==================== design 1
Fig. 1: design 1, routed clock nets over the placement
Scale bar: 100 um.
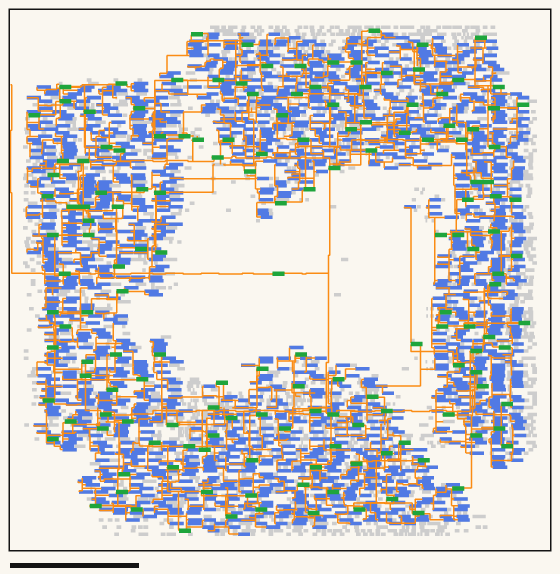

`config.mk`:
```
export PLATFORM = sky130hd
export DESIGN_NAME = bitplane_feeder_flat
export DESIGN_NICKNAME = d
export VERILOG_FILES = /design/src/rtl/bitplane_feeder_if.sv /design/src/rtl/bitplane_feeder.sv /design/src/flat_wrapper.sv
export SDC_FILE = /design/constraint.sdc
export NUM_CORES = 1
export LEC_CHECK = 0
export CAP_MARGIN = 40
export CORE_MARGIN = 10
export CORE_UTILIZATION = 34
export DETAILED_ROUTE_END_ITERATION = 8
export GPL_ROUTABILITY_DRIVEN = 0
export SYNTH_ARGS = -nofsm -noshare
export SYNTH_HDL_FRONTEND = slang
export SYNTH_SLANG_ARGS = --single-unit
```
`constraint.sdc`:
```
create_clock -name clk -period 51.2 [get_ports clk]
set_input_delay 7.68 -clock clk [delete_from_list [all_inputs] [get_ports clk]]
set_output_delay 7.68 -clock clk [all_outputs]
set_load 0.03 [all_outputs]
```
`src/rtl/bitplane_feeder_if.sv`:
```
// bitplane_feeder_if: operand load, start and bit-plane stream signals of bitplane_feeder.
// master = the feeder itself; slave = loader/consumer side. out_ready exists only with BITPLANE_BP_EN.
interface bitplane_feeder_if;
    logic         w_valid;
    logic [15:0]  w_data;
    logic         a_valid;
    logic [127:0] a_data;
    logic         start;
    logic         load_ready;
    logic         busy;
    logic         in_valid;
    logic [127:0] in_data1;
    logic [127:0] in_data2;
    logic [127:0] in_data3;
    logic [127:0] in_data4;
    logic         done;
`ifdef BITPLANE_BP_EN
    logic         out_ready;
`endif

    modport master (
        input  w_valid, w_data, a_valid, a_data, start,
`ifdef BITPLANE_BP_EN
        input  out_ready,
`endif
        output load_ready, busy, in_valid, in_data1, in_data2, in_data3, in_data4, done
    );

    modport slave (
        output w_valid, w_data, a_valid, a_data, start,
`ifdef BITPLANE_BP_EN
        output out_ready,
`endif
        input  load_ready, busy, in_valid, in_data1, in_data2, in_data3, in_data4, done
    );
endinterface

```
`src/rtl/bitplane_feeder.sv`:
```
// bitplane_feeder: buffers 32x4 weights and 4x32 activations, then streams 16 bit-plane partial-product beats.
// Define BITPLANE_BP_EN to add out_ready backpressure on the stream.
module bitplane_feeder (
    input  logic clk,
    input  logic rst,
    bitplane_feeder_if.master bus
);

    typedef enum logic [1:0] {IDLE = 2'd0, STREAM = 2'd1, DONE = 2'd2} state_t;

    state_t       state_q, state_d;
    logic [4:0]   w_cnt_q, w_cnt_d;
    logic         w_full_q, w_full_d;
    logic [1:0]   a_cnt_q, a_cnt_d;
    logic         a_full_q, a_full_d;
    logic [3:0]   b_q, b_d;
    logic         in_valid_q, in_valid_d;
    logic         done_q, done_d;
    logic         busy_q, busy_d;
    logic         load_ready_q, load_ready_d;
    logic [127:0] data_q [4];
    logic [127:0] data_d [4];
    logic [15:0]  w_mem_q [32];
    logic [15:0]  w_mem_d [32];
    logic [127:0] a_mem_q [4];
    logic [127:0] a_mem_d [4];

    logic         accept;
    logic         load;
    logic         last_beat;
    logic [3:0]   next_b;
    logic [1:0]   bit_sel;
    logic [127:0] act_row;
    logic [127:0] plane [4];

`ifdef BITPLANE_BP_EN
    assign accept = in_valid_q & bus.out_ready;
`else
    assign accept = in_valid_q;
`endif
    // The output register refills when empty or when its beat is taken
    assign load      = ~in_valid_q | accept;
    assign last_beat = accept & (b_q == 4'd15);
    assign next_b    = in_valid_q ? b_q + 4'd1 : b_q;
    assign bit_sel   = 2'd3 - next_b[1:0];
    assign act_row   = a_mem_q[next_b[3:2]];

    always_comb begin
        for (int c = 0; c < 4; c++) begin
            plane[c] = '0;
            for (int k = 0; k < 32; k++) begin
                plane[c][k*4 +: 4] = {4{act_row[k*4 + int'(bit_sel)]}} & w_mem_q[k][c*4 +: 4];
            end
        end
    end

    always_comb begin
        state_d    = state_q;
        w_cnt_d    = w_cnt_q;
        w_full_d   = w_full_q;
        a_cnt_d    = a_cnt_q;
        a_full_d   = a_full_q;
        b_d        = b_q;
        in_valid_d = in_valid_q;
        done_d     = 1'b0;
        data_d     = data_q;
        w_mem_d    = w_mem_q;
        a_mem_d    = a_mem_q;
        case (state_q)
            IDLE: begin
                if (bus.w_valid && !w_full_q) begin
                    w_mem_d[w_cnt_q] = bus.w_data;
                    w_cnt_d          = w_cnt_q + 5'd1;
                    w_full_d         = (w_cnt_q == 5'd31);
                end
                if (bus.a_valid && !a_full_q) begin
                    a_mem_d[a_cnt_q] = bus.a_data;
                    a_cnt_d          = a_cnt_q + 2'd1;
                    a_full_d         = (a_cnt_q == 2'd3);
                end
                // Flags are registered, so a start alongside the completing write is not seen
                if (bus.start && w_full_q && a_full_q) begin
                    state_d = STREAM;
                    b_d     = 4'd0;
                end
            end
            STREAM: begin
                if (last_beat) begin
                    state_d    = DONE;
                    in_valid_d = 1'b0;
                    done_d     = 1'b1;
                    b_d        = 4'd0;
                    w_cnt_d    = 5'd0;
                    w_full_d   = 1'b0;
                    a_cnt_d    = 2'd0;
                    a_full_d   = 1'b0;
                    for (int c = 0; c < 4; c++) data_d[c] = '0;
                end else if (load) begin
                    in_valid_d = 1'b1;
                    data_d     = plane;
                    b_d        = next_b;
                end
            end
            DONE:    state_d = IDLE;
            default: state_d = IDLE;
        endcase
        busy_d       = (state_d == STREAM);
        load_ready_d = (state_d == IDLE);
    end

    always_ff @(posedge clk or posedge rst) begin
        if (rst) begin
            state_q      <= IDLE;
            w_cnt_q      <= 5'd0;
            w_full_q     <= 1'b0;
            a_cnt_q      <= 2'd0;
            a_full_q     <= 1'b0;
            b_q          <= 4'd0;
            in_valid_q   <= 1'b0;
            done_q       <= 1'b0;
            busy_q       <= 1'b0;
            load_ready_q <= 1'b1;
            for (int c = 0; c < 4; c++) data_q[c] <= '0;
        end else begin
            state_q      <= state_d;
            w_cnt_q      <= w_cnt_d;
            w_full_q     <= w_full_d;
            a_cnt_q      <= a_cnt_d;
            a_full_q     <= a_full_d;
            b_q          <= b_d;
            in_valid_q   <= in_valid_d;
            done_q       <= done_d;
            busy_q       <= busy_d;
            load_ready_q <= load_ready_d;
            data_q       <= data_d;
        end
    end

    // Operand storage needs no reset; contents are only used after a full reload
    always_ff @(posedge clk) begin
        w_mem_q <= w_mem_d;
        a_mem_q <= a_mem_d;
    end

    assign bus.load_ready = load_ready_q;
    assign bus.busy       = busy_q;
    assign bus.in_valid   = in_valid_q;
    assign bus.done       = done_q;
    assign bus.in_data1   = data_q[0];
    assign bus.in_data2   = data_q[1];
    assign bus.in_data3   = data_q[2];
    assign bus.in_data4   = data_q[3];

endmodule

```
`src/flat_wrapper.sv`:
```
// flat-port wrapper written by rule: the top's interface ports become plain ports
module bitplane_feeder_flat 
  (clk, rst, bus_w_valid, bus_w_data, bus_a_valid, bus_a_data, bus_start, bus_load_ready, bus_busy, bus_in_valid, bus_in_data1, bus_in_data2, bus_in_data3, bus_in_data4, bus_done);
  bitplane_feeder_if bus_i ();
  input  logic clk;
  input  logic rst;
  input wire logic [$bits(bus_i.w_valid)-1:0] bus_w_valid;
  input wire logic [$bits(bus_i.w_data)-1:0] bus_w_data;
  input wire logic [$bits(bus_i.a_valid)-1:0] bus_a_valid;
  input wire logic [$bits(bus_i.a_data)-1:0] bus_a_data;
  input wire logic [$bits(bus_i.start)-1:0] bus_start;
  output wire logic [$bits(bus_i.load_ready)-1:0] bus_load_ready;
  output wire logic [$bits(bus_i.busy)-1:0] bus_busy;
  output wire logic [$bits(bus_i.in_valid)-1:0] bus_in_valid;
  output wire logic [$bits(bus_i.in_data1)-1:0] bus_in_data1;
  output wire logic [$bits(bus_i.in_data2)-1:0] bus_in_data2;
  output wire logic [$bits(bus_i.in_data3)-1:0] bus_in_data3;
  output wire logic [$bits(bus_i.in_data4)-1:0] bus_in_data4;
  output wire logic [$bits(bus_i.done)-1:0] bus_done;
  assign bus_i.w_valid = bus_w_valid;
  assign bus_i.w_data = bus_w_data;
  assign bus_i.a_valid = bus_a_valid;
  assign bus_i.a_data = bus_a_data;
  assign bus_i.start = bus_start;
  assign bus_load_ready = bus_i.load_ready;
  assign bus_busy = bus_i.busy;
  assign bus_in_valid = bus_i.in_valid;
  assign bus_in_data1 = bus_i.in_data1;
  assign bus_in_data2 = bus_i.in_data2;
  assign bus_in_data3 = bus_i.in_data3;
  assign bus_in_data4 = bus_i.in_data4;
  assign bus_done = bus_i.done;
  bitplane_feeder u_core (.clk(clk), .rst(rst), .bus(bus_i));
endmodule
```
==================== design 2
--- src/rtl/pwr_sweep_pkg.sv ---
// pwr_sweep_pkg: shared types, mode codes and thermometer helper for the sweep sequencer
package pwr_sweep_pkg;
  typedef enum logic [1:0] {ST_IDLE, ST_DWELL, ST_DONE} state_t;
  localparam logic [1:0] MODE_PWR = 2'd0;
  localparam logic [1:0] MODE_PWR_OPT = 2'd1;
  localparam logic [1:0] MODE_OPT_ONLY = 2'd2;
  // wide enough for any N_DUT the sequencer is built with; callers truncate
  localparam int THERMO_W = 64;
  function automatic logic [THERMO_W-1:0] thermo(input int unsigned k);
    return (THERMO_W'(1) << k) - THERMO_W'(1);
  endfunction
endpackage

--- src/rtl/pwr_sweep_seq_dwell_timer.sv ---
// dwell_timer: loadable down-counter that holds at zero and flags it
// ports: clk100m/rst clock and async reset; load/load_val reload; zero high when count is 0
module dwell_timer #(
  parameter int DWELL_W = 32
) (
  input  logic               clk100m,
  input  logic               rst,
  input  logic               load,
  input  logic [DWELL_W-1:0] load_val,
  output logic               zero
);
  logic [DWELL_W-1:0] cnt;
  always_ff @(posedge clk100m or posedge rst)
    if (rst) cnt <= '0;
    else if (load) cnt <= load_val;
    else if (cnt != '0) cnt <= cnt - DWELL_W'(1);
  assign zero = cnt == '0;
endmodule

--- src/rtl/pwr_sweep_seq.sv ---
// pwr_sweep_seq: thermometer sweep of per-DUT power/opt enables with programmable dwell
// ports: clk100m/rst clock and async reset; start/abort/mode/dwell_cycles control;
//        pwr_en_out/opt_en_out enable masks; phase_idx/phase_strobe phase marks; busy/done/aborted status
module pwr_sweep_seq
  import pwr_sweep_pkg::*;
#(
  parameter int N_DUT = 32,
  parameter int DWELL_W = 32,
  parameter int PH_W = 6
) (
  input  logic               clk100m,
  input  logic               rst,
  input  logic               start,
  input  logic               abort,
  input  logic [1:0]         mode,
  input  logic [DWELL_W-1:0] dwell_cycles,
  output logic [N_DUT-1:0]   pwr_en_out,
  output logic [N_DUT-1:0]   opt_en_out,
  output logic [PH_W-1:0]    phase_idx,
  output logic               phase_strobe,
  output logic               busy,
  output logic               done,
  output logic               aborted
);
  state_t state, state_n;
  logic [PH_W-1:0] phase, phase_n;
  logic [1:0] mode_q, mode_n;
  logic [DWELL_W-1:0] d_q, d_n;
  logic zero, go, adv, fin;
  logic [THERMO_W-1:0] th;
  logic [N_DUT-1:0] pwr_d, opt_d;
  logic [PH_W-1:0] idx_d;
  logic strobe_d, busy_d, done_d, aborted_d;
  assign go = state == ST_IDLE && start && !abort;
  assign adv = state == ST_DWELL && !abort && zero && phase != PH_W'(N_DUT);
  assign fin = state == ST_DWELL && !abort && zero && phase == PH_W'(N_DUT);
  assign phase_n = go ? '0 : adv ? phase + PH_W'(1) : phase;
  assign mode_n = go ? mode : mode_q;
  assign d_n = go ? (dwell_cycles == '0 ? DWELL_W'(1) : dwell_cycles) : d_q;
  dwell_timer #(.DWELL_W(DWELL_W)) u_timer (
    .clk100m (clk100m),
    .rst     (rst),
    .load    (go | adv),
    .load_val(d_n - DWELL_W'(1)),
    .zero    (zero)
  );
  always_ff @(posedge clk100m or posedge rst)
    if (rst) begin
      state <= ST_IDLE;
      phase <= '0;
      mode_q <= MODE_PWR;
      d_q <= DWELL_W'(1);
    end else begin
      state <= state_n;
      phase <= phase_n;
      mode_q <= mode_n;
      d_q <= d_n;
    end
  always_comb
    state_n = state == ST_IDLE ? (go ? ST_DWELL : ST_IDLE) :
              state == ST_DWELL ? (abort ? ST_IDLE : fin ? ST_DONE : ST_DWELL) : ST_IDLE;
  // outputs are computed from the next state so the registered copies line up with it
  always_comb begin
    th = thermo(32'(phase_n));
    pwr_d = state_n != ST_DWELL ? '0 : mode_n == MODE_OPT_ONLY ? '1 : N_DUT'(th);
    opt_d = state_n == ST_DWELL && (mode_n == MODE_PWR_OPT || mode_n == MODE_OPT_ONLY) ? N_DUT'(th) : '0;
    idx_d = state_n == ST_DWELL ? phase_n : '0;
    strobe_d = go | adv;
    busy_d = state_n != ST_IDLE;
    done_d = state_n == ST_DONE;
    aborted_d = state == ST_DWELL && abort;
  end
  always_ff @(posedge clk100m or posedge rst)
    if (rst) begin
      pwr_en_out <= '0;
      opt_en_out <= '0;
      phase_idx <= '0;
      phase_strobe <= 1'b0;
      busy <= 1'b0;
      done <= 1'b0;
      aborted <= 1'b0;
    end else begin
      pwr_en_out <= pwr_d;
      opt_en_out <= opt_d;
      phase_idx <= idx_d;
      phase_strobe <= strobe_d;
      busy <= busy_d;
      done <= done_d;
      aborted <= aborted_d;
    end
endmodule

--- config.mk ---
export PLATFORM = sky130hd
export DESIGN_NAME = pwr_sweep_seq
export DESIGN_NICKNAME = d
export VERILOG_FILES = /design/src/rtl/pwr_sweep_pkg.sv /design/src/rtl/pwr_sweep_seq_dwell_timer.sv /design/src/rtl/pwr_sweep_seq.sv
export SDC_FILE = /design/constraint.sdc
export NUM_CORES = 1
export LEC_CHECK = 0
export CAP_MARGIN = 30
export CORE_ASPECT_RATIO = 1.75
export CORE_MARGIN = 2
export CORE_UTILIZATION = 55
export CTS_CLUSTER_SIZE = 14
export DETAILED_ROUTE_END_ITERATION = 8
export PLACE_DENSITY = 0.87
export SYNTH_ARGS = -nofsm -noshare
export SYNTH_HDL_FRONTEND = slang
export SYNTH_HIERARCHICAL = 1
export SYNTH_SLANG_ARGS = --single-unit
export TNS_END_PERCENT = 30
--- constraint.sdc ---
create_clock -name clk100m -period 5.82 [get_ports clk100m]
set_input_delay 0.873 -clock clk100m [delete_from_list [all_inputs] [get_ports clk100m]]
set_output_delay 0.873 -clock clk100m [all_outputs]
set_load 0.05 [all_outputs]
==================== design 3
<file path="config.mk">
export PLATFORM = sky130hd
export DESIGN_NAME = piso_serializer_flat
export DESIGN_NICKNAME = d
export VERILOG_FILES = /design/src/rtl/piso_serializer_if.sv /design/src/rtl/piso_serializer.sv /design/src/flat_wrapper.sv
export SDC_FILE = /design/constraint.sdc
export NUM_CORES = 1
export LEC_CHECK = 0
export CAP_MARGIN = 15
export CORE_AREA = 2 2 39 41
export DETAILED_ROUTE_END_ITERATION = 10
export DIE_AREA = 0 0 41 43
export HOLD_SLACK_MARGIN = 0.1
export PLACE_DENSITY = 0.53
export RECOVER_POWER = 100
export SLEW_MARGIN = 10
export SYNTH_ARGS = -nofsm -noshare
export SYNTH_HDL_FRONTEND = slang
export SYNTH_SLANG_ARGS = --single-unit
</file>
<file path="constraint.sdc">
create_clock -name clk -period 1.9 [get_ports clk]
set_input_delay 0.57 -clock clk [delete_from_list [all_inputs] [get_ports clk]]
set_output_delay 0.57 -clock clk [all_outputs]
set_load 0.02 [all_outputs]
</file>
<file path="src/rtl/piso_serializer_if.sv">
// Parallel-load / serial-out handshake bundle for piso_serializer.
// master drives the parallel word, slave is the serializer.
interface piso_serializer_if #(
   parameter int n = 4
);
   logic [n-1:0] din;
   logic         load_valid;
   logic         load_ready;
   logic         sout;
   logic         sout_valid;
   logic         done;
   logic         busy;

   modport master (
      output din,
      output load_valid,
      input  load_ready,
      input  sout,
      input  sout_valid,
      input  done,
      input  busy
   );

   modport slave (
      input  din,
      input  load_valid,
      output load_ready,
      output sout,
      output sout_valid,
      output done,
      output busy
   );
endinterface

</file>
<file path="src/rtl/piso_serializer.sv">
// Parallel-in serial-out shifter: first bit one cycle after accept, n bits per word, back-to-back reload on the last bit.
// Optional PISO_PARITY_EN appends an even-parity bit; load_ready opens only in IDLE or on the final bit of a word.
module piso_serializer #(
   parameter int n         = 4,
   parameter bit LSB_FIRST = 1'b1
) (
   input  logic              clk,
   input  logic              rst,
   piso_serializer_if.slave  bus
);

`ifdef PISO_PARITY_EN
   localparam int WLEN = n + 1;
`else
   localparam int WLEN = n;
`endif
   localparam int            CW   = $clog2(WLEN);
   localparam logic [CW-1:0] LAST = CW'(WLEN - 1);

   typedef enum logic {
      IDLE  = 1'b0,
      SHIFT = 1'b1
   } state_t;

   state_t          state, state_nxt;
   logic [n-1:0]    shreg, shreg_nxt;
   logic [CW-1:0]   cnt,   cnt_nxt;
   logic            data_bit;
`ifdef PISO_PARITY_EN
   logic            par,   par_nxt;
`endif

   // The bit on the wire always comes from the registered shifter, never from din.
   assign data_bit = LSB_FIRST ? shreg[0] : shreg[n-1];

   always_ff @(posedge clk or posedge rst) begin
      if (rst) begin
         state <= IDLE;
         shreg <= '0;
         cnt   <= '0;
`ifdef PISO_PARITY_EN
         par   <= 1'b0;
`endif
      end else begin
         state <= state_nxt;
         shreg <= shreg_nxt;
         cnt   <= cnt_nxt;
`ifdef PISO_PARITY_EN
         par   <= par_nxt;
`endif
      end
   end

   always_comb begin
      state_nxt      = state;
      shreg_nxt      = shreg;
      cnt_nxt        = cnt;
`ifdef PISO_PARITY_EN
      par_nxt        = par;
`endif
      bus.load_ready = 1'b0;
      bus.sout       = 1'b0;
      bus.sout_valid = 1'b0;
      bus.done       = 1'b0;
      bus.busy       = 1'b0;

      case (state)
         IDLE: begin
            bus.load_ready = 1'b1;
            if (bus.load_valid) begin
               state_nxt = SHIFT;
               shreg_nxt = bus.din;
               cnt_nxt   = '0;
`ifdef PISO_PARITY_EN
               par_nxt   = ^bus.din;
`endif
            end
         end

         SHIFT: begin
            bus.busy       = 1'b1;
            bus.sout_valid = 1'b1;
`ifdef PISO_PARITY_EN
            bus.sout       = (cnt == CW'(n)) ? par : data_bit;
`else
            bus.sout       = data_bit;
`endif
            if (cnt == LAST) begin
               // Final bit: the window for the next word is open this cycle only.
               bus.done       = 1'b1;
               bus.load_ready = 1'b1;
               cnt_nxt        = '0;
               if (bus.load_valid) begin
                  shreg_nxt = bus.din;
`ifdef PISO_PARITY_EN
                  par_nxt   = ^bus.din;
`endif
               end else begin
                  state_nxt = IDLE;
                  shreg_nxt = '0;
               end
            end else begin
               cnt_nxt   = cnt + CW'(1);
               shreg_nxt = LSB_FIRST ? (shreg >> 1) : (shreg << 1);
            end
         end

         default: state_nxt = IDLE;
      endcase
   end

endmodule

</file>
<file path="src/flat_wrapper.sv">
// flat-port wrapper written by rule: the top's interface ports become plain ports
module piso_serializer_flat 
#(
   parameter int n         = 4,
   parameter bit LSB_FIRST = 1'b1
)
  (clk, rst, bus_din, bus_load_valid, bus_load_ready, bus_sout, bus_sout_valid, bus_done, bus_busy);
  piso_serializer_if #(.n(n)) bus_i ();
  input  logic clk;
  input  logic rst;
  input wire logic [$bits(bus_i.din)-1:0] bus_din;
  input wire logic [$bits(bus_i.load_valid)-1:0] bus_load_valid;
  output wire logic [$bits(bus_i.load_ready)-1:0] bus_load_ready;
  output wire logic [$bits(bus_i.sout)-1:0] bus_sout;
  output wire logic [$bits(bus_i.sout_valid)-1:0] bus_sout_valid;
  output wire logic [$bits(bus_i.done)-1:0] bus_done;
  output wire logic [$bits(bus_i.busy)-1:0] bus_busy;
  assign bus_i.din = bus_din;
  assign bus_i.load_valid = bus_load_valid;
  assign bus_load_ready = bus_i.load_ready;
  assign bus_sout = bus_i.sout;
  assign bus_sout_valid = bus_i.sout_valid;
  assign bus_done = bus_i.done;
  assign bus_busy = bus_i.busy;
  piso_serializer #(.n(n), .LSB_FIRST(LSB_FIRST)) u_core (.clk(clk), .rst(rst), .bus(bus_i));
endmodule
</file>
==================== design 4
`config.mk`:
```
export PLATFORM = sky130hd
export DESIGN_NAME = cdc_src_fifo
export DESIGN_NICKNAME = d
export VERILOG_FILES = /design/src/rtl/cdc_src_fifo_pkg.sv /design/src/rtl/cdc_fifo_mem.sv /design/src/rtl/cdc_src_fifo.sv
export SDC_FILE = /design/constraint.sdc
export NUM_CORES = 1
export LEC_CHECK = 0
export ABC_CLOCK_PERIOD_IN_PS = 3400
export CAP_MARGIN = 25
export CORE_ASPECT_RATIO = 1.5
export CORE_MARGIN = 1.5
export CORE_UTILIZATION = 40
export DETAILED_ROUTE_END_ITERATION = 12
export SETUP_SLACK_MARGIN = 0.2
export SLEW_MARGIN = 20
export SYNTH_ARGS = -nofsm -noshare
export SYNTH_HDL_FRONTEND = slang
export SYNTH_SLANG_ARGS = --single-unit
```
`constraint.sdc`:
```
create_clock -name i_clk -period 3.4 [get_ports i_clk]
set_clock_uncertainty 0.15 [all_clocks]
set_input_delay 0.68 -clock i_clk [delete_from_list [all_inputs] [get_ports i_clk]]
set_output_delay 0.68 -clock i_clk [all_outputs]
set_load 0.02 [all_outputs]
```
`src/rtl/cdc_src_fifo_pkg.sv`:
```
// Shared constants for the source-side CDC buffer and the handshake synchronizer.
// Holds the default word width, a constant clog2, and the handshake port widths.
// No logic; both sides import this so their port widths cannot drift apart.
package cdc_src_fifo_pkg;

  localparam int data_width_def = 8;

  // Handshake port widths shared by the FIFO output and the synchronizer input
  localparam int hs_data_w  = data_width_def;
  localparam int hs_valid_w = 1;
  localparam int hs_busy_w  = 1;

  // Ceiling log2 for sizing pointers; clog2(1) is 0
  function automatic int clog2(input int value);
    int r;
    r = 0;
    for (int i = 0; i < 32; i++) begin
      if ((1 << r) < value) r = r + 1;
    end
    return r;
  endfunction

endpackage

```
`src/rtl/cdc_fifo_mem.sv`:
```
// Storage array for the source FIFO: registered write port, combinational read port.
// Write lands on the clock edge; read data follows rd_addr with zero cycles.
// No backpressure of its own; the caller gates wr_en. Contents are not reset.
module cdc_fifo_mem #(
  parameter int data_width = 8,
  parameter int depth      = 4,
  parameter int addr_w     = 2
) (
  input  logic                  i_clk,
  input  logic                  wr_en,
  input  logic [addr_w-1:0]     wr_addr,
  input  logic [data_width-1:0] wr_data,
  input  logic [addr_w-1:0]     rd_addr,
  output logic [data_width-1:0] rd_data
);

  logic [data_width-1:0] mem [depth];

  // Write port: one word per cycle when enabled
  always_ff @(posedge i_clk) begin
    if (wr_en) mem[wr_addr] <= wr_data;
  end

  assign rd_data = mem[rd_addr];

endmodule

```
`src/rtl/cdc_src_fifo.sv`:
```
// Source-domain FIFO feeding the 2-phase synchronizer one word per crossing.
// Latency: a word pushed into an empty FIFO is presented on m_valid/m_data the next cycle.
// Backpressure: s_ready drops when full; the head is only popped when m_busy is low.
module cdc_src_fifo
  import cdc_src_fifo_pkg::*;
#(
  parameter  int data_width = data_width_def,
  parameter  int depth      = 4,
  localparam int addr_w     = clog2(depth)
) (
  input  logic                  i_clk,
  input  logic                  i_rstn,
  input  logic [data_width-1:0] s_data,
  input  logic                  s_valid,
  output logic                  s_ready,
  input  logic                  i_flush,
  output logic [data_width-1:0] m_data,
  output logic                  m_valid,
  input  logic                  m_busy,
  output logic [addr_w:0]       level,
  output logic [addr_w:0]       hwm
);

  localparam logic [addr_w:0]   lvl_full = (addr_w + 1)'(depth);
  localparam logic [addr_w:0]   lvl_one  = (addr_w + 1)'(1);
  localparam logic [addr_w-1:0] ptr_one  = addr_w'(1);

  logic [addr_w-1:0] wr_ptr;
  logic [addr_w-1:0] rd_ptr;
  logic [addr_w:0]   level_nxt;
  logic              push;
  logic              pop;

  // Ready/valid come from the registered count only, so nothing combinational
  // passes from the producer to the synchronizer or back.
  assign s_ready = i_rstn & (level != lvl_full);
  assign m_valid = (level != '0);

  // A pop mirrors the synchronizer's capture rule: it latches when valid & ~busy.
  assign push = s_valid & s_ready;
  assign pop  = m_valid & ~m_busy;

  // Occupancy after this cycle's handshakes; push+pop together leave it unchanged
  always_comb begin
    level_nxt = level;
    if (push && !pop)      level_nxt = level + lvl_one;
    else if (pop && !push) level_nxt = level - lvl_one;
  end

  // Pointers, occupancy and high-water mark; reset wins over flush, flush drops handshakes
  always_ff @(posedge i_clk) begin
    if (!i_rstn) begin
      wr_ptr <= '0;
      rd_ptr <= '0;
      level  <= '0;
      hwm    <= '0;
    end else if (i_flush) begin
      wr_ptr <= '0;
      rd_ptr <= '0;
      level  <= '0;
      hwm    <= '0;
    end else begin
      if (push) wr_ptr <= wr_ptr + ptr_one;
      if (pop)  rd_ptr <= rd_ptr + ptr_one;
      level <= level_nxt;
      if (level_nxt > hwm) hwm <= level_nxt;
    end
  end

  cdc_fifo_mem #(
    .data_width (data_width),
    .depth      (depth),
    .addr_w     (addr_w)
  ) u_mem (
    .i_clk   (i_clk),
    .wr_en   (push & ~i_flush),
    .wr_addr (wr_ptr),
    .wr_data (s_data),
    .rd_addr (rd_ptr),
    .rd_data (m_data)
  );

  // Occupancy stays within 0..depth
  a_level_max: assert property (@(posedge i_clk) disable iff (!i_rstn) level <= lvl_full);
  a_no_underflow: assert property (@(posedge i_clk) disable iff (!i_rstn) !(pop && level == '0));

  // The synchronizer may resample data while busy, so the head must hold still
  a_data_stable: assert property (@(posedge i_clk)
    (i_rstn && !i_flush && m_valid && m_busy) |=> $stable(m_data));

endmodule

```
Fig. 2: design 4, clock routing
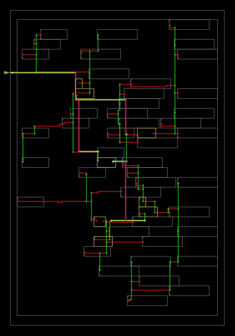
clock buffer count: 5
number of buffers added by the clock tree synthesis step: 5
Skew-Pair Late Insertion Delay: 290 ps
number of sinks driven by the clock tree: 44
clock-net power: 322 uW

Fig. 3: design 4, PDN straps and rails
Pins as bars on the die edge.
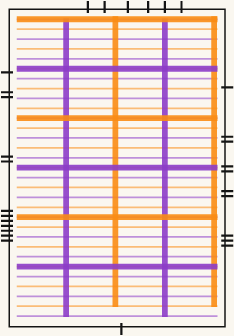
- orange: VDD
- purple: VSS
- met5 straps: 6
- met1 rails: 31
- rows: 30
- met4 straps: 4
- signal pins: 29

==> impl.org, design 4 <==
* Implementation run

** STA
- Timing would allow up to 330 MHz.
- Time the final worst path needs with I/O delays and setup :: 3030 ps

** Placement
- Cell area after placement :: between 2000 and 2500 um^2
- After detailed placement, the design holds a cell count of just over 200.
- In this run the tool buffered the top-level ports with 28 buffer cells.

** Worst hold path
- Note that the worst hold path type here is reg2reg.

** Power and ir drop
- Summed over all cells, the static leakage comes to 0.000826 uW.
- The internal portion of the total power is between 800 and 900 uW.
- The dominant power group in this design is sequential cells.
- Per report_power, the Combinational row totals between 150 and 200 uW.

** Floorplan
- The floorplan report gives the top-level pin count as 29.
- According to the tapcell log, the count of inserted taps is between 40 and 50.

** Finish
- Non-clock inverter instance count of the final layout :: 12
- Utilization of the core after routing :: between 50% and 60%
- Multi-input gates account for 27.3% of the area.

** Route
- The routed layout reports a DRC error count of 0.
- Violation tally from detailed-route iteration zero :: 28

** Logic synthesis
- Of the total synthesized cell area, the portion taken by AND, OR, NAND and NOR gates is under 10%.
- The synthesized netlist devotes roughly 2.6% of its cell area to XOR and XNOR gates.
- Top-area cell share :: between 50 and 60%

** Global route
- The number of antenna violations at the first check in global routing came to 0.
- The number of global-route vias before repair came to ~1100.
- Entering global routing, the biggest net connects 15 pins.
- Combined global-route utilization of all metal layers :: about 14%

** Flow run
- The number of warnings reported in the stage logs is 31.
- Number of maximum-capacitance constraint violations :: 0

** Critical path
- Beginning of the worst register-to-register path :: level[1]
- Length in cells of the worst reg-to-reg path :: 13
- Per the post-run analysis, buffers plus inverters along the critical path come to 3.

** Status
- The run finished with clean final reports.

** Clocking
- Number of H-tree branching levels :: 2
- In this run the clock root is driven by a clkbuf_8.
## design 4: layer usage
layer / vias to the layer above / track usage, % / wire [um]
li1: 533 / - / -
met1: 539 / 14.9 / 1320
met2: 32 / 24.6 / 1790
met3: 8 / 4.16 / 151
met4: 0 / 7.02 / 72
met5: - / 0 / 0
## design 4: worst max-delay path by stage
stage          cells past startpoint     end      from
2_1_floorplan                     13  hwm[0]  level[0]
3_3_place_gp                      12  hwm[1]    i_rstn
3_5_place_dp                      12  hwm[1]    i_rstn
4_1_cts                           12  hwm[1]    i_rstn
5_1_grt                           13  hwm[1]  level[1]
6_report                          11  hwm[1]   s_valid
Fig. 4: design 1, placed cells, one colour a class
Scale bar: 100 um.
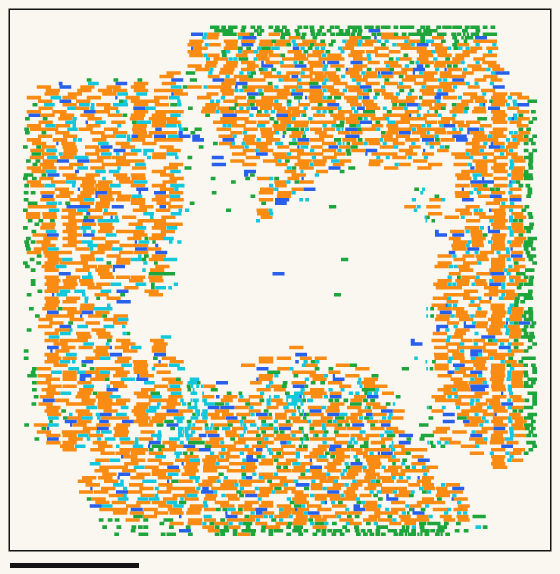
- cyan: all other logic (cells 864)
- blue: clock drivers and dummy loads (cells 290)
- green: other buffers and delay cells (cells 778)
- orange: flops (cells 1555)
Placement Rows: 145
fraction of area in registers: 64.1%
Design Area, Final: 68700 um^2
utilization of the core after routing: 43.9%

## Picture notes: Fig. 1
- green: cells driving clock nets (count 160)
- orange: clock wires (length 17700 um)
- blue: flip-flops (count 1555)
- flops lie: all over the die
- routed clock nets: 161
clock network fraction of design power: 27.2%
Skew-Pair Late Insertion Delay: 790 ps
worst clock skew: 28.1 ps
clock-net power: 1150 uW

==> impl.org, design 1 <==
* Implementation run

** Status
- The flow ran to the end, and the final reports show no timing, DRC or antenna violations.

** STA
- Period Utilization, post-route :: 19.6%
- Highest achievable clock rate :: roughly 100 MHz
- Setup slack closes at ~40000 ps.
- The final timing report counts setup violations totalling 0.
- Sum Neg Setup Slack :: 0 ps
- Max transition margin :: roughly two fifths

** Logic synthesis
- Ys flop type :: edfxtp_1
- The post-synth register bit count is between 1500 and 2000.
- Cell area leaders :: edfxtp_1, dfrtp_1, a22o_1
- Simple-Gate Fraction of Synth Area :: less than 1%
- Number of distinct library cells after synthesis :: 39
- Of the synthesized area, sequential elements account for 82.1%.
- The synthesis report gives the async set-or-reset register share as 34.1%.
- For this design, Yosys synthesis ends with a cell count of ~2600.
- The Yosys step of the flow raised 0 warnings.

** Placement
- Prior to clock tree synthesis, the placed netlist has a worst setup slack of roughly 40000 ps.
- Per the placement log, port buffering inserted 664 buffers.

** Route
- The routed design shows a via density per instance of ~5.
- Number of vias after detailed routing :: 28100
- Residual DRC count :: 0
- Top layer in use :: met5

** Critical path
- The report shows a maximum critical-path fanout of 39.
- The worst setup path is captured at a flip-flop.
- Data required time at the worst endpoint :: 51650 ps

** Finish
- Post-route insts no fill :: roughly 5500

** Flow run
- Number of maximum-capacitance constraint violations :: 0
- Warnings raised by the tools during the run amount to between 40 and 50.

** Worst hold path
- Min-Delay Endpoint :: u_core.bus.in_data2[52]
- Cells on Worst Hold Path :: 1

** Power and ir drop
- Maximum ir drop on the vdd rail :: roughly 0.047 mV
- Logic gate share of total power :: between 30% and 40%
- Per the breakdown, switching nets consume around 34% of all power.
- Leakage power total :: between 0.02 and 0.025 uW

** Clocking
- The clock passes through at most 3 buffers.

** Floorplan
- The floorplan step set the die height to around 420 um.
- Horizontal extent of the die :: 417 um

** Global route
- The global routing stage identified its most utilized layer as met2.
- Met2 GRT Util :: a little under 30%
- Combined global-route utilization of all metal layers :: 17.4%
==> design 1: final cells by class <==
cell class              instances  area (um^2)
fillers                     13400        87900
flip-flops and latches       1555        44000
multi-input cells             854         8920
repair buffers                778         7880
clock buffers                 224         4530
well taps                    2058         2570
clock inverters                66          718
inverters                      10         45.0
diodes                          3         7.51
==> design 1: critical path, stage by stage <==
cell and delay [ps]:
clkdlybuf4s50_1 520, nor4b_1 440, buf_4 250, and2_4 430, buf_16 290, buf_4 460, buf_16 290
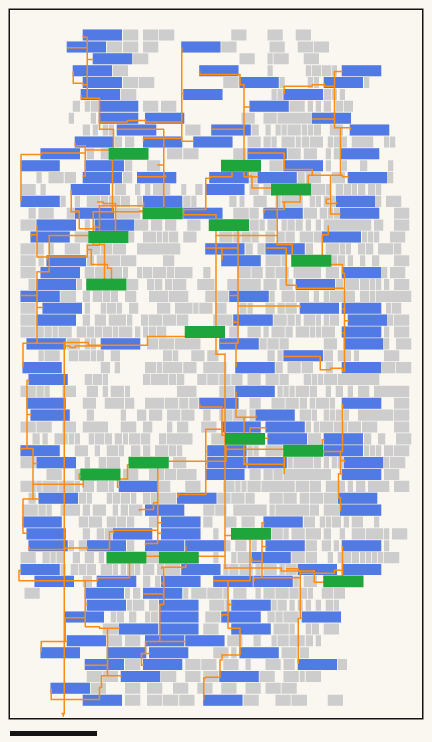
Fig. 5. Routed clock nets over the placement (design 2).
Scale bar: 20 um.
- orange: clock wires (length 1690 um)
- blue: flip-flops (count 148)
- green: cells driving clock nets (count 17)
- flops lie: all over the die

Fig. 6: design 2, PDN straps and rails
Pins as bars on the die edge.
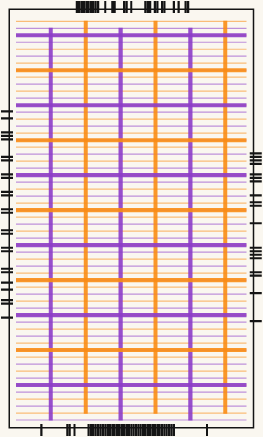
- purple: VSS
- orange: VDD
- met5 straps: 11
- met1 rails: 58
- met4 straps: 6
- rows: 57
- signal pins: 112

==> impl.org, design 2 <==
* Implementation run

** Finish
- Post-route insts no fill :: about 1100
- The layout has 19 clock buffers.
- Area growth from synthesis to layout :: 23.4%
- The layout has 37 inverters outside the clock class.
- Design Area, Final :: around 9700 um^2
- Across the whole layout, storage elements account for about 3700 um^2.
- At the end of the flow the core is filled with cells to between 60 and 70%.

** Floorplan
- ~110 I/O pins were placed.
- The floorplan step set the die height to ~160 um.
- The region available for standard cell placement spans 13900 um^2.
- Area of the chip :: about 15000 um^2

** STA
- The slew check shows that the tightest pin keeps a relative margin of between 40% and 50%.
- Setup repair after global routing missed its margin :: false
- Time the final worst path needs with I/O delays and setup :: just under 5000 ps
- The pin closest to its max-slew limit shows a slew of approximately 850 ps.

** Power and ir drop
- Summing internal, switching and leakage power gives 3090 uW.
- Per the OpenROAD power report, switching power amounts to 992 uW.
- Maximum ir drop on the vdd rail :: between 0.2 and 0.25 mV
- Combinational cells account for around 23% of the total power.

** Logic synthesis
- Sorting the synthesized cells by how often they occur yields dfrtp_1, nand2_1, nor2_1.
- The synthesized netlist has a Yosys-reported chip area of between 7000 and 8000 um^2.
- Total number of yosys warnings :: 6
- After synthesis, the largest area contributor takes up between 40% and 50% of total cell area.
- Post-synthesis cell count from yosys :: a little over 800
- Synth Area in Compound Gates :: 13.1%
- After Yosys synthesis, full adders, half adders and majority gates account for 0.955% of the synthesized area.
- In the synthesized netlist, mux cells make up under 10% of the area.

** Placement
- Placement Setup Slack :: between 1000 and 1500 ps
- The placement summary gives the final routability congestion estimate as just under 1.

** Worst hold path
- Min-Delay Endpoint :: d_q[31]

** Route
- Detail Route Antenna Nets :: 0
- Met3 Wirelength :: between 900 and 1000 um

** Clocking
- The tree built by TritonCTS fans out to roughly 150 sinks.
- CTS placed an instance of clkbuf_16 at the clock tree root.

** Global route
- met2 track demand over resource after global routing is between 50% and 60%.
- Summed over all layers, the global routing overflow is 0.
- The first global-routing pass estimated between 30000 and 40000 um of wire.

** Status
- Status :: complete, no violations
-- design 2: cells in the final DEF, fill, tap and decap left out, drive strengths merged, types with 3 or more instances in the layout --
cell,count
nor4b,4
clkinv,6
ha,6
nand2b,7
a2111oi,4
o22ai,4
or3,4
o31ai,20
o2111ai,4
mux2i,21
o21ai,34
xor2,16
a211oi,5
nor3,40
nor4,25
o21a,3
nand2,109
nand3,25
buf,13
and3,8
or4,5
and2,10
a31oi,5
clkbuf,19
xnor2,53
a22oi,4
clkdlybuf4s50,111
a32oi,3
nand4bb,3
nand4,6
nor2,77
mux2,4
inv,40
a21oi,36
dfrtp,147
or2,7
Fig. 7: design 3, PDN straps and rails
Pins as bars on the die edge.
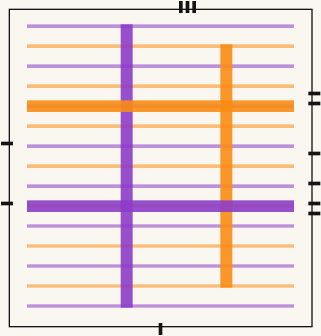
- orange: VDD
- purple: VSS
- met4 straps: 2
- met1 rails: 15
- rows: 14
- met5 straps: 2

==> impl.org, design 3 <==
* Implementation run

** Status
- The run finished with clean final reports.

** Clocking
- Skew-Pair Late Insertion Delay :: approximately 250 ps
- Buffers inserted during clock tree synthesis total 3.
- Number of gates resized after CTS :: 8
- In this run the clock root is driven by a clkbuf_4.
- The number of clock sinks came to 7.
- Per the repair_timing log after CTS, setup buffers inserted total 0.

** Critical path
- The worst setup path is captured at a primary output.
- Reg-to-reg setup timing slack :: between 600 and 700 ps
- WP depth :: 3
- Max FO, Critical Path :: 4
- Critical path class :: reg2out
- Maximum single-stage delay on the critical path :: 410 ps

** Finish
- For this run, the script counts the antenna cells in the layout as 0.
- Between the synthesized netlist and the finished layout, the area growth was recorded as 36.3%.
- Among logic cells in the layout, the one with the most instances is dfrtp_1.
- Layout fillers :: ~140
- In the final layout, the multi-input gates occupy roughly 180 um^2.

** Worst hold path
- Cells on Worst Hold Path :: 1
- Startpoint of the most critical hold path :: u_core.cnt[0]

** Global route
- After global routing the overflow that remains totals 0.

** STA
- The final layout reports a setup TNS of 0 ps.

** Power and ir drop
- Clock-net power :: between 100 and 150 uW

** Route
- The count of nets left with antenna violations once routing finished came out at 0.
- Number of detailed-routing iterations run before antenna repair :: 4
- TritonRoute output was used to compute an average wire per cell of 10.9 um.
- Average via count per standard cell :: about 4.7

** Logic synthesis
- Multiplexer share of the synthesized area :: around a tenth
- Each instance of the synthesized netlist takes up on average roughly 10 um^2.
- The cell-mix breakdown from Yosys lists the XOR/XNOR area share as 0%.
- For reference, simple AND, OR, NAND and NOR cells occupy between 15 and 20% of the area reported after synthesis.
- For this run, asynchronously set or reset flops after synthesis account for 100%.
- The synthesis report lists the most area-consuming cells as dfrtp_1, mux2i_1, nand2b_1.
- Post-synthesis cell count from yosys :: 38
- Biggest combinational cell group after synthesis :: simple AND/OR/NAND/NOR gates

** Placement
- Final GP Congestion :: between 0.6 and 0.7
- In the placement report, post-DP HPWL is listed as between 500 and 600 um.

** Floorplan
- The chip occupies around 1800 um^2.
## design 3: routing by layer
metal	GRT usage [%]	wire [um]
met5	0	0
met1	15.8	378
met2	11.9	326
met3	4.71	53
met4	10.0	7
## design 3: per-stage QoR
stage | power [uW] | setup WS, ps | util [%] | instances | instance area [um^2]
5_1_grt | 795 | 76.1 | 38.3 | 70 | 531
3_3_place_gp | 632 | 30.2 | 37.4 | 65 | 518
3_5_place_dp | 628 | 23.3 | 37.4 | 65 | 518
6_report | 732 | 133 | 38.3 | 70 | 531
4_1_cts | 752 | 1.84 | 39.3 | 69 | 544
2_1_floorplan | 481 | 423 | - | 38 | 389


==> layout pictures side by side <==
Placed cells, one colour a class.
picture 1
Scale bar: 20 um.
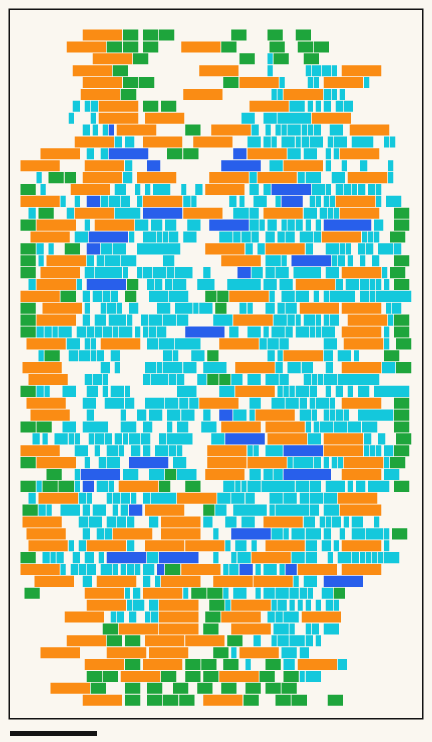
picture 2
Scale bar: 10 um.
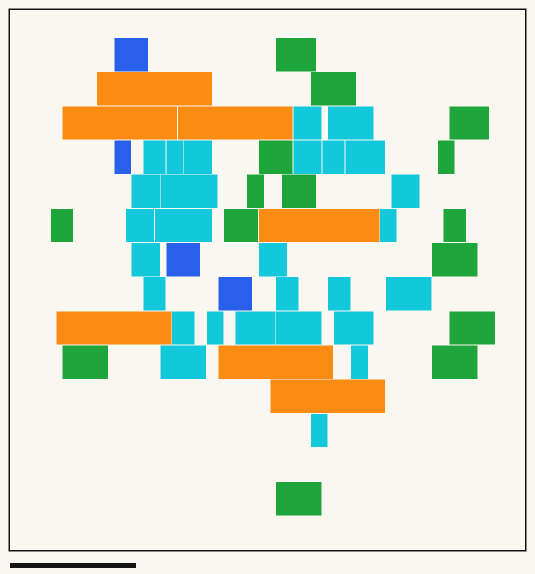
picture 3
Scale bar: 20 um.
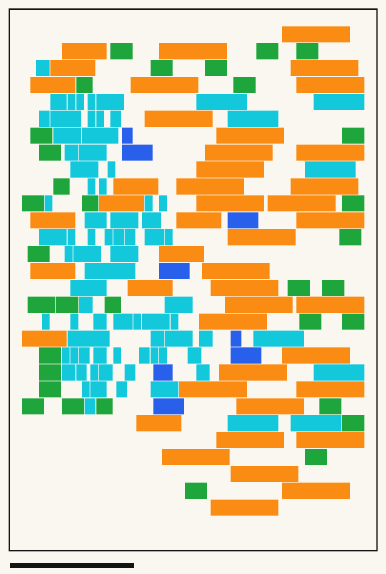
The one with the lowest utilization is picture 2.
For design 3, see picture 2.
For design 4, see picture 3.
For design 2, see picture 1.

No activity file was given, so power comes from the tool's default toggle rates.
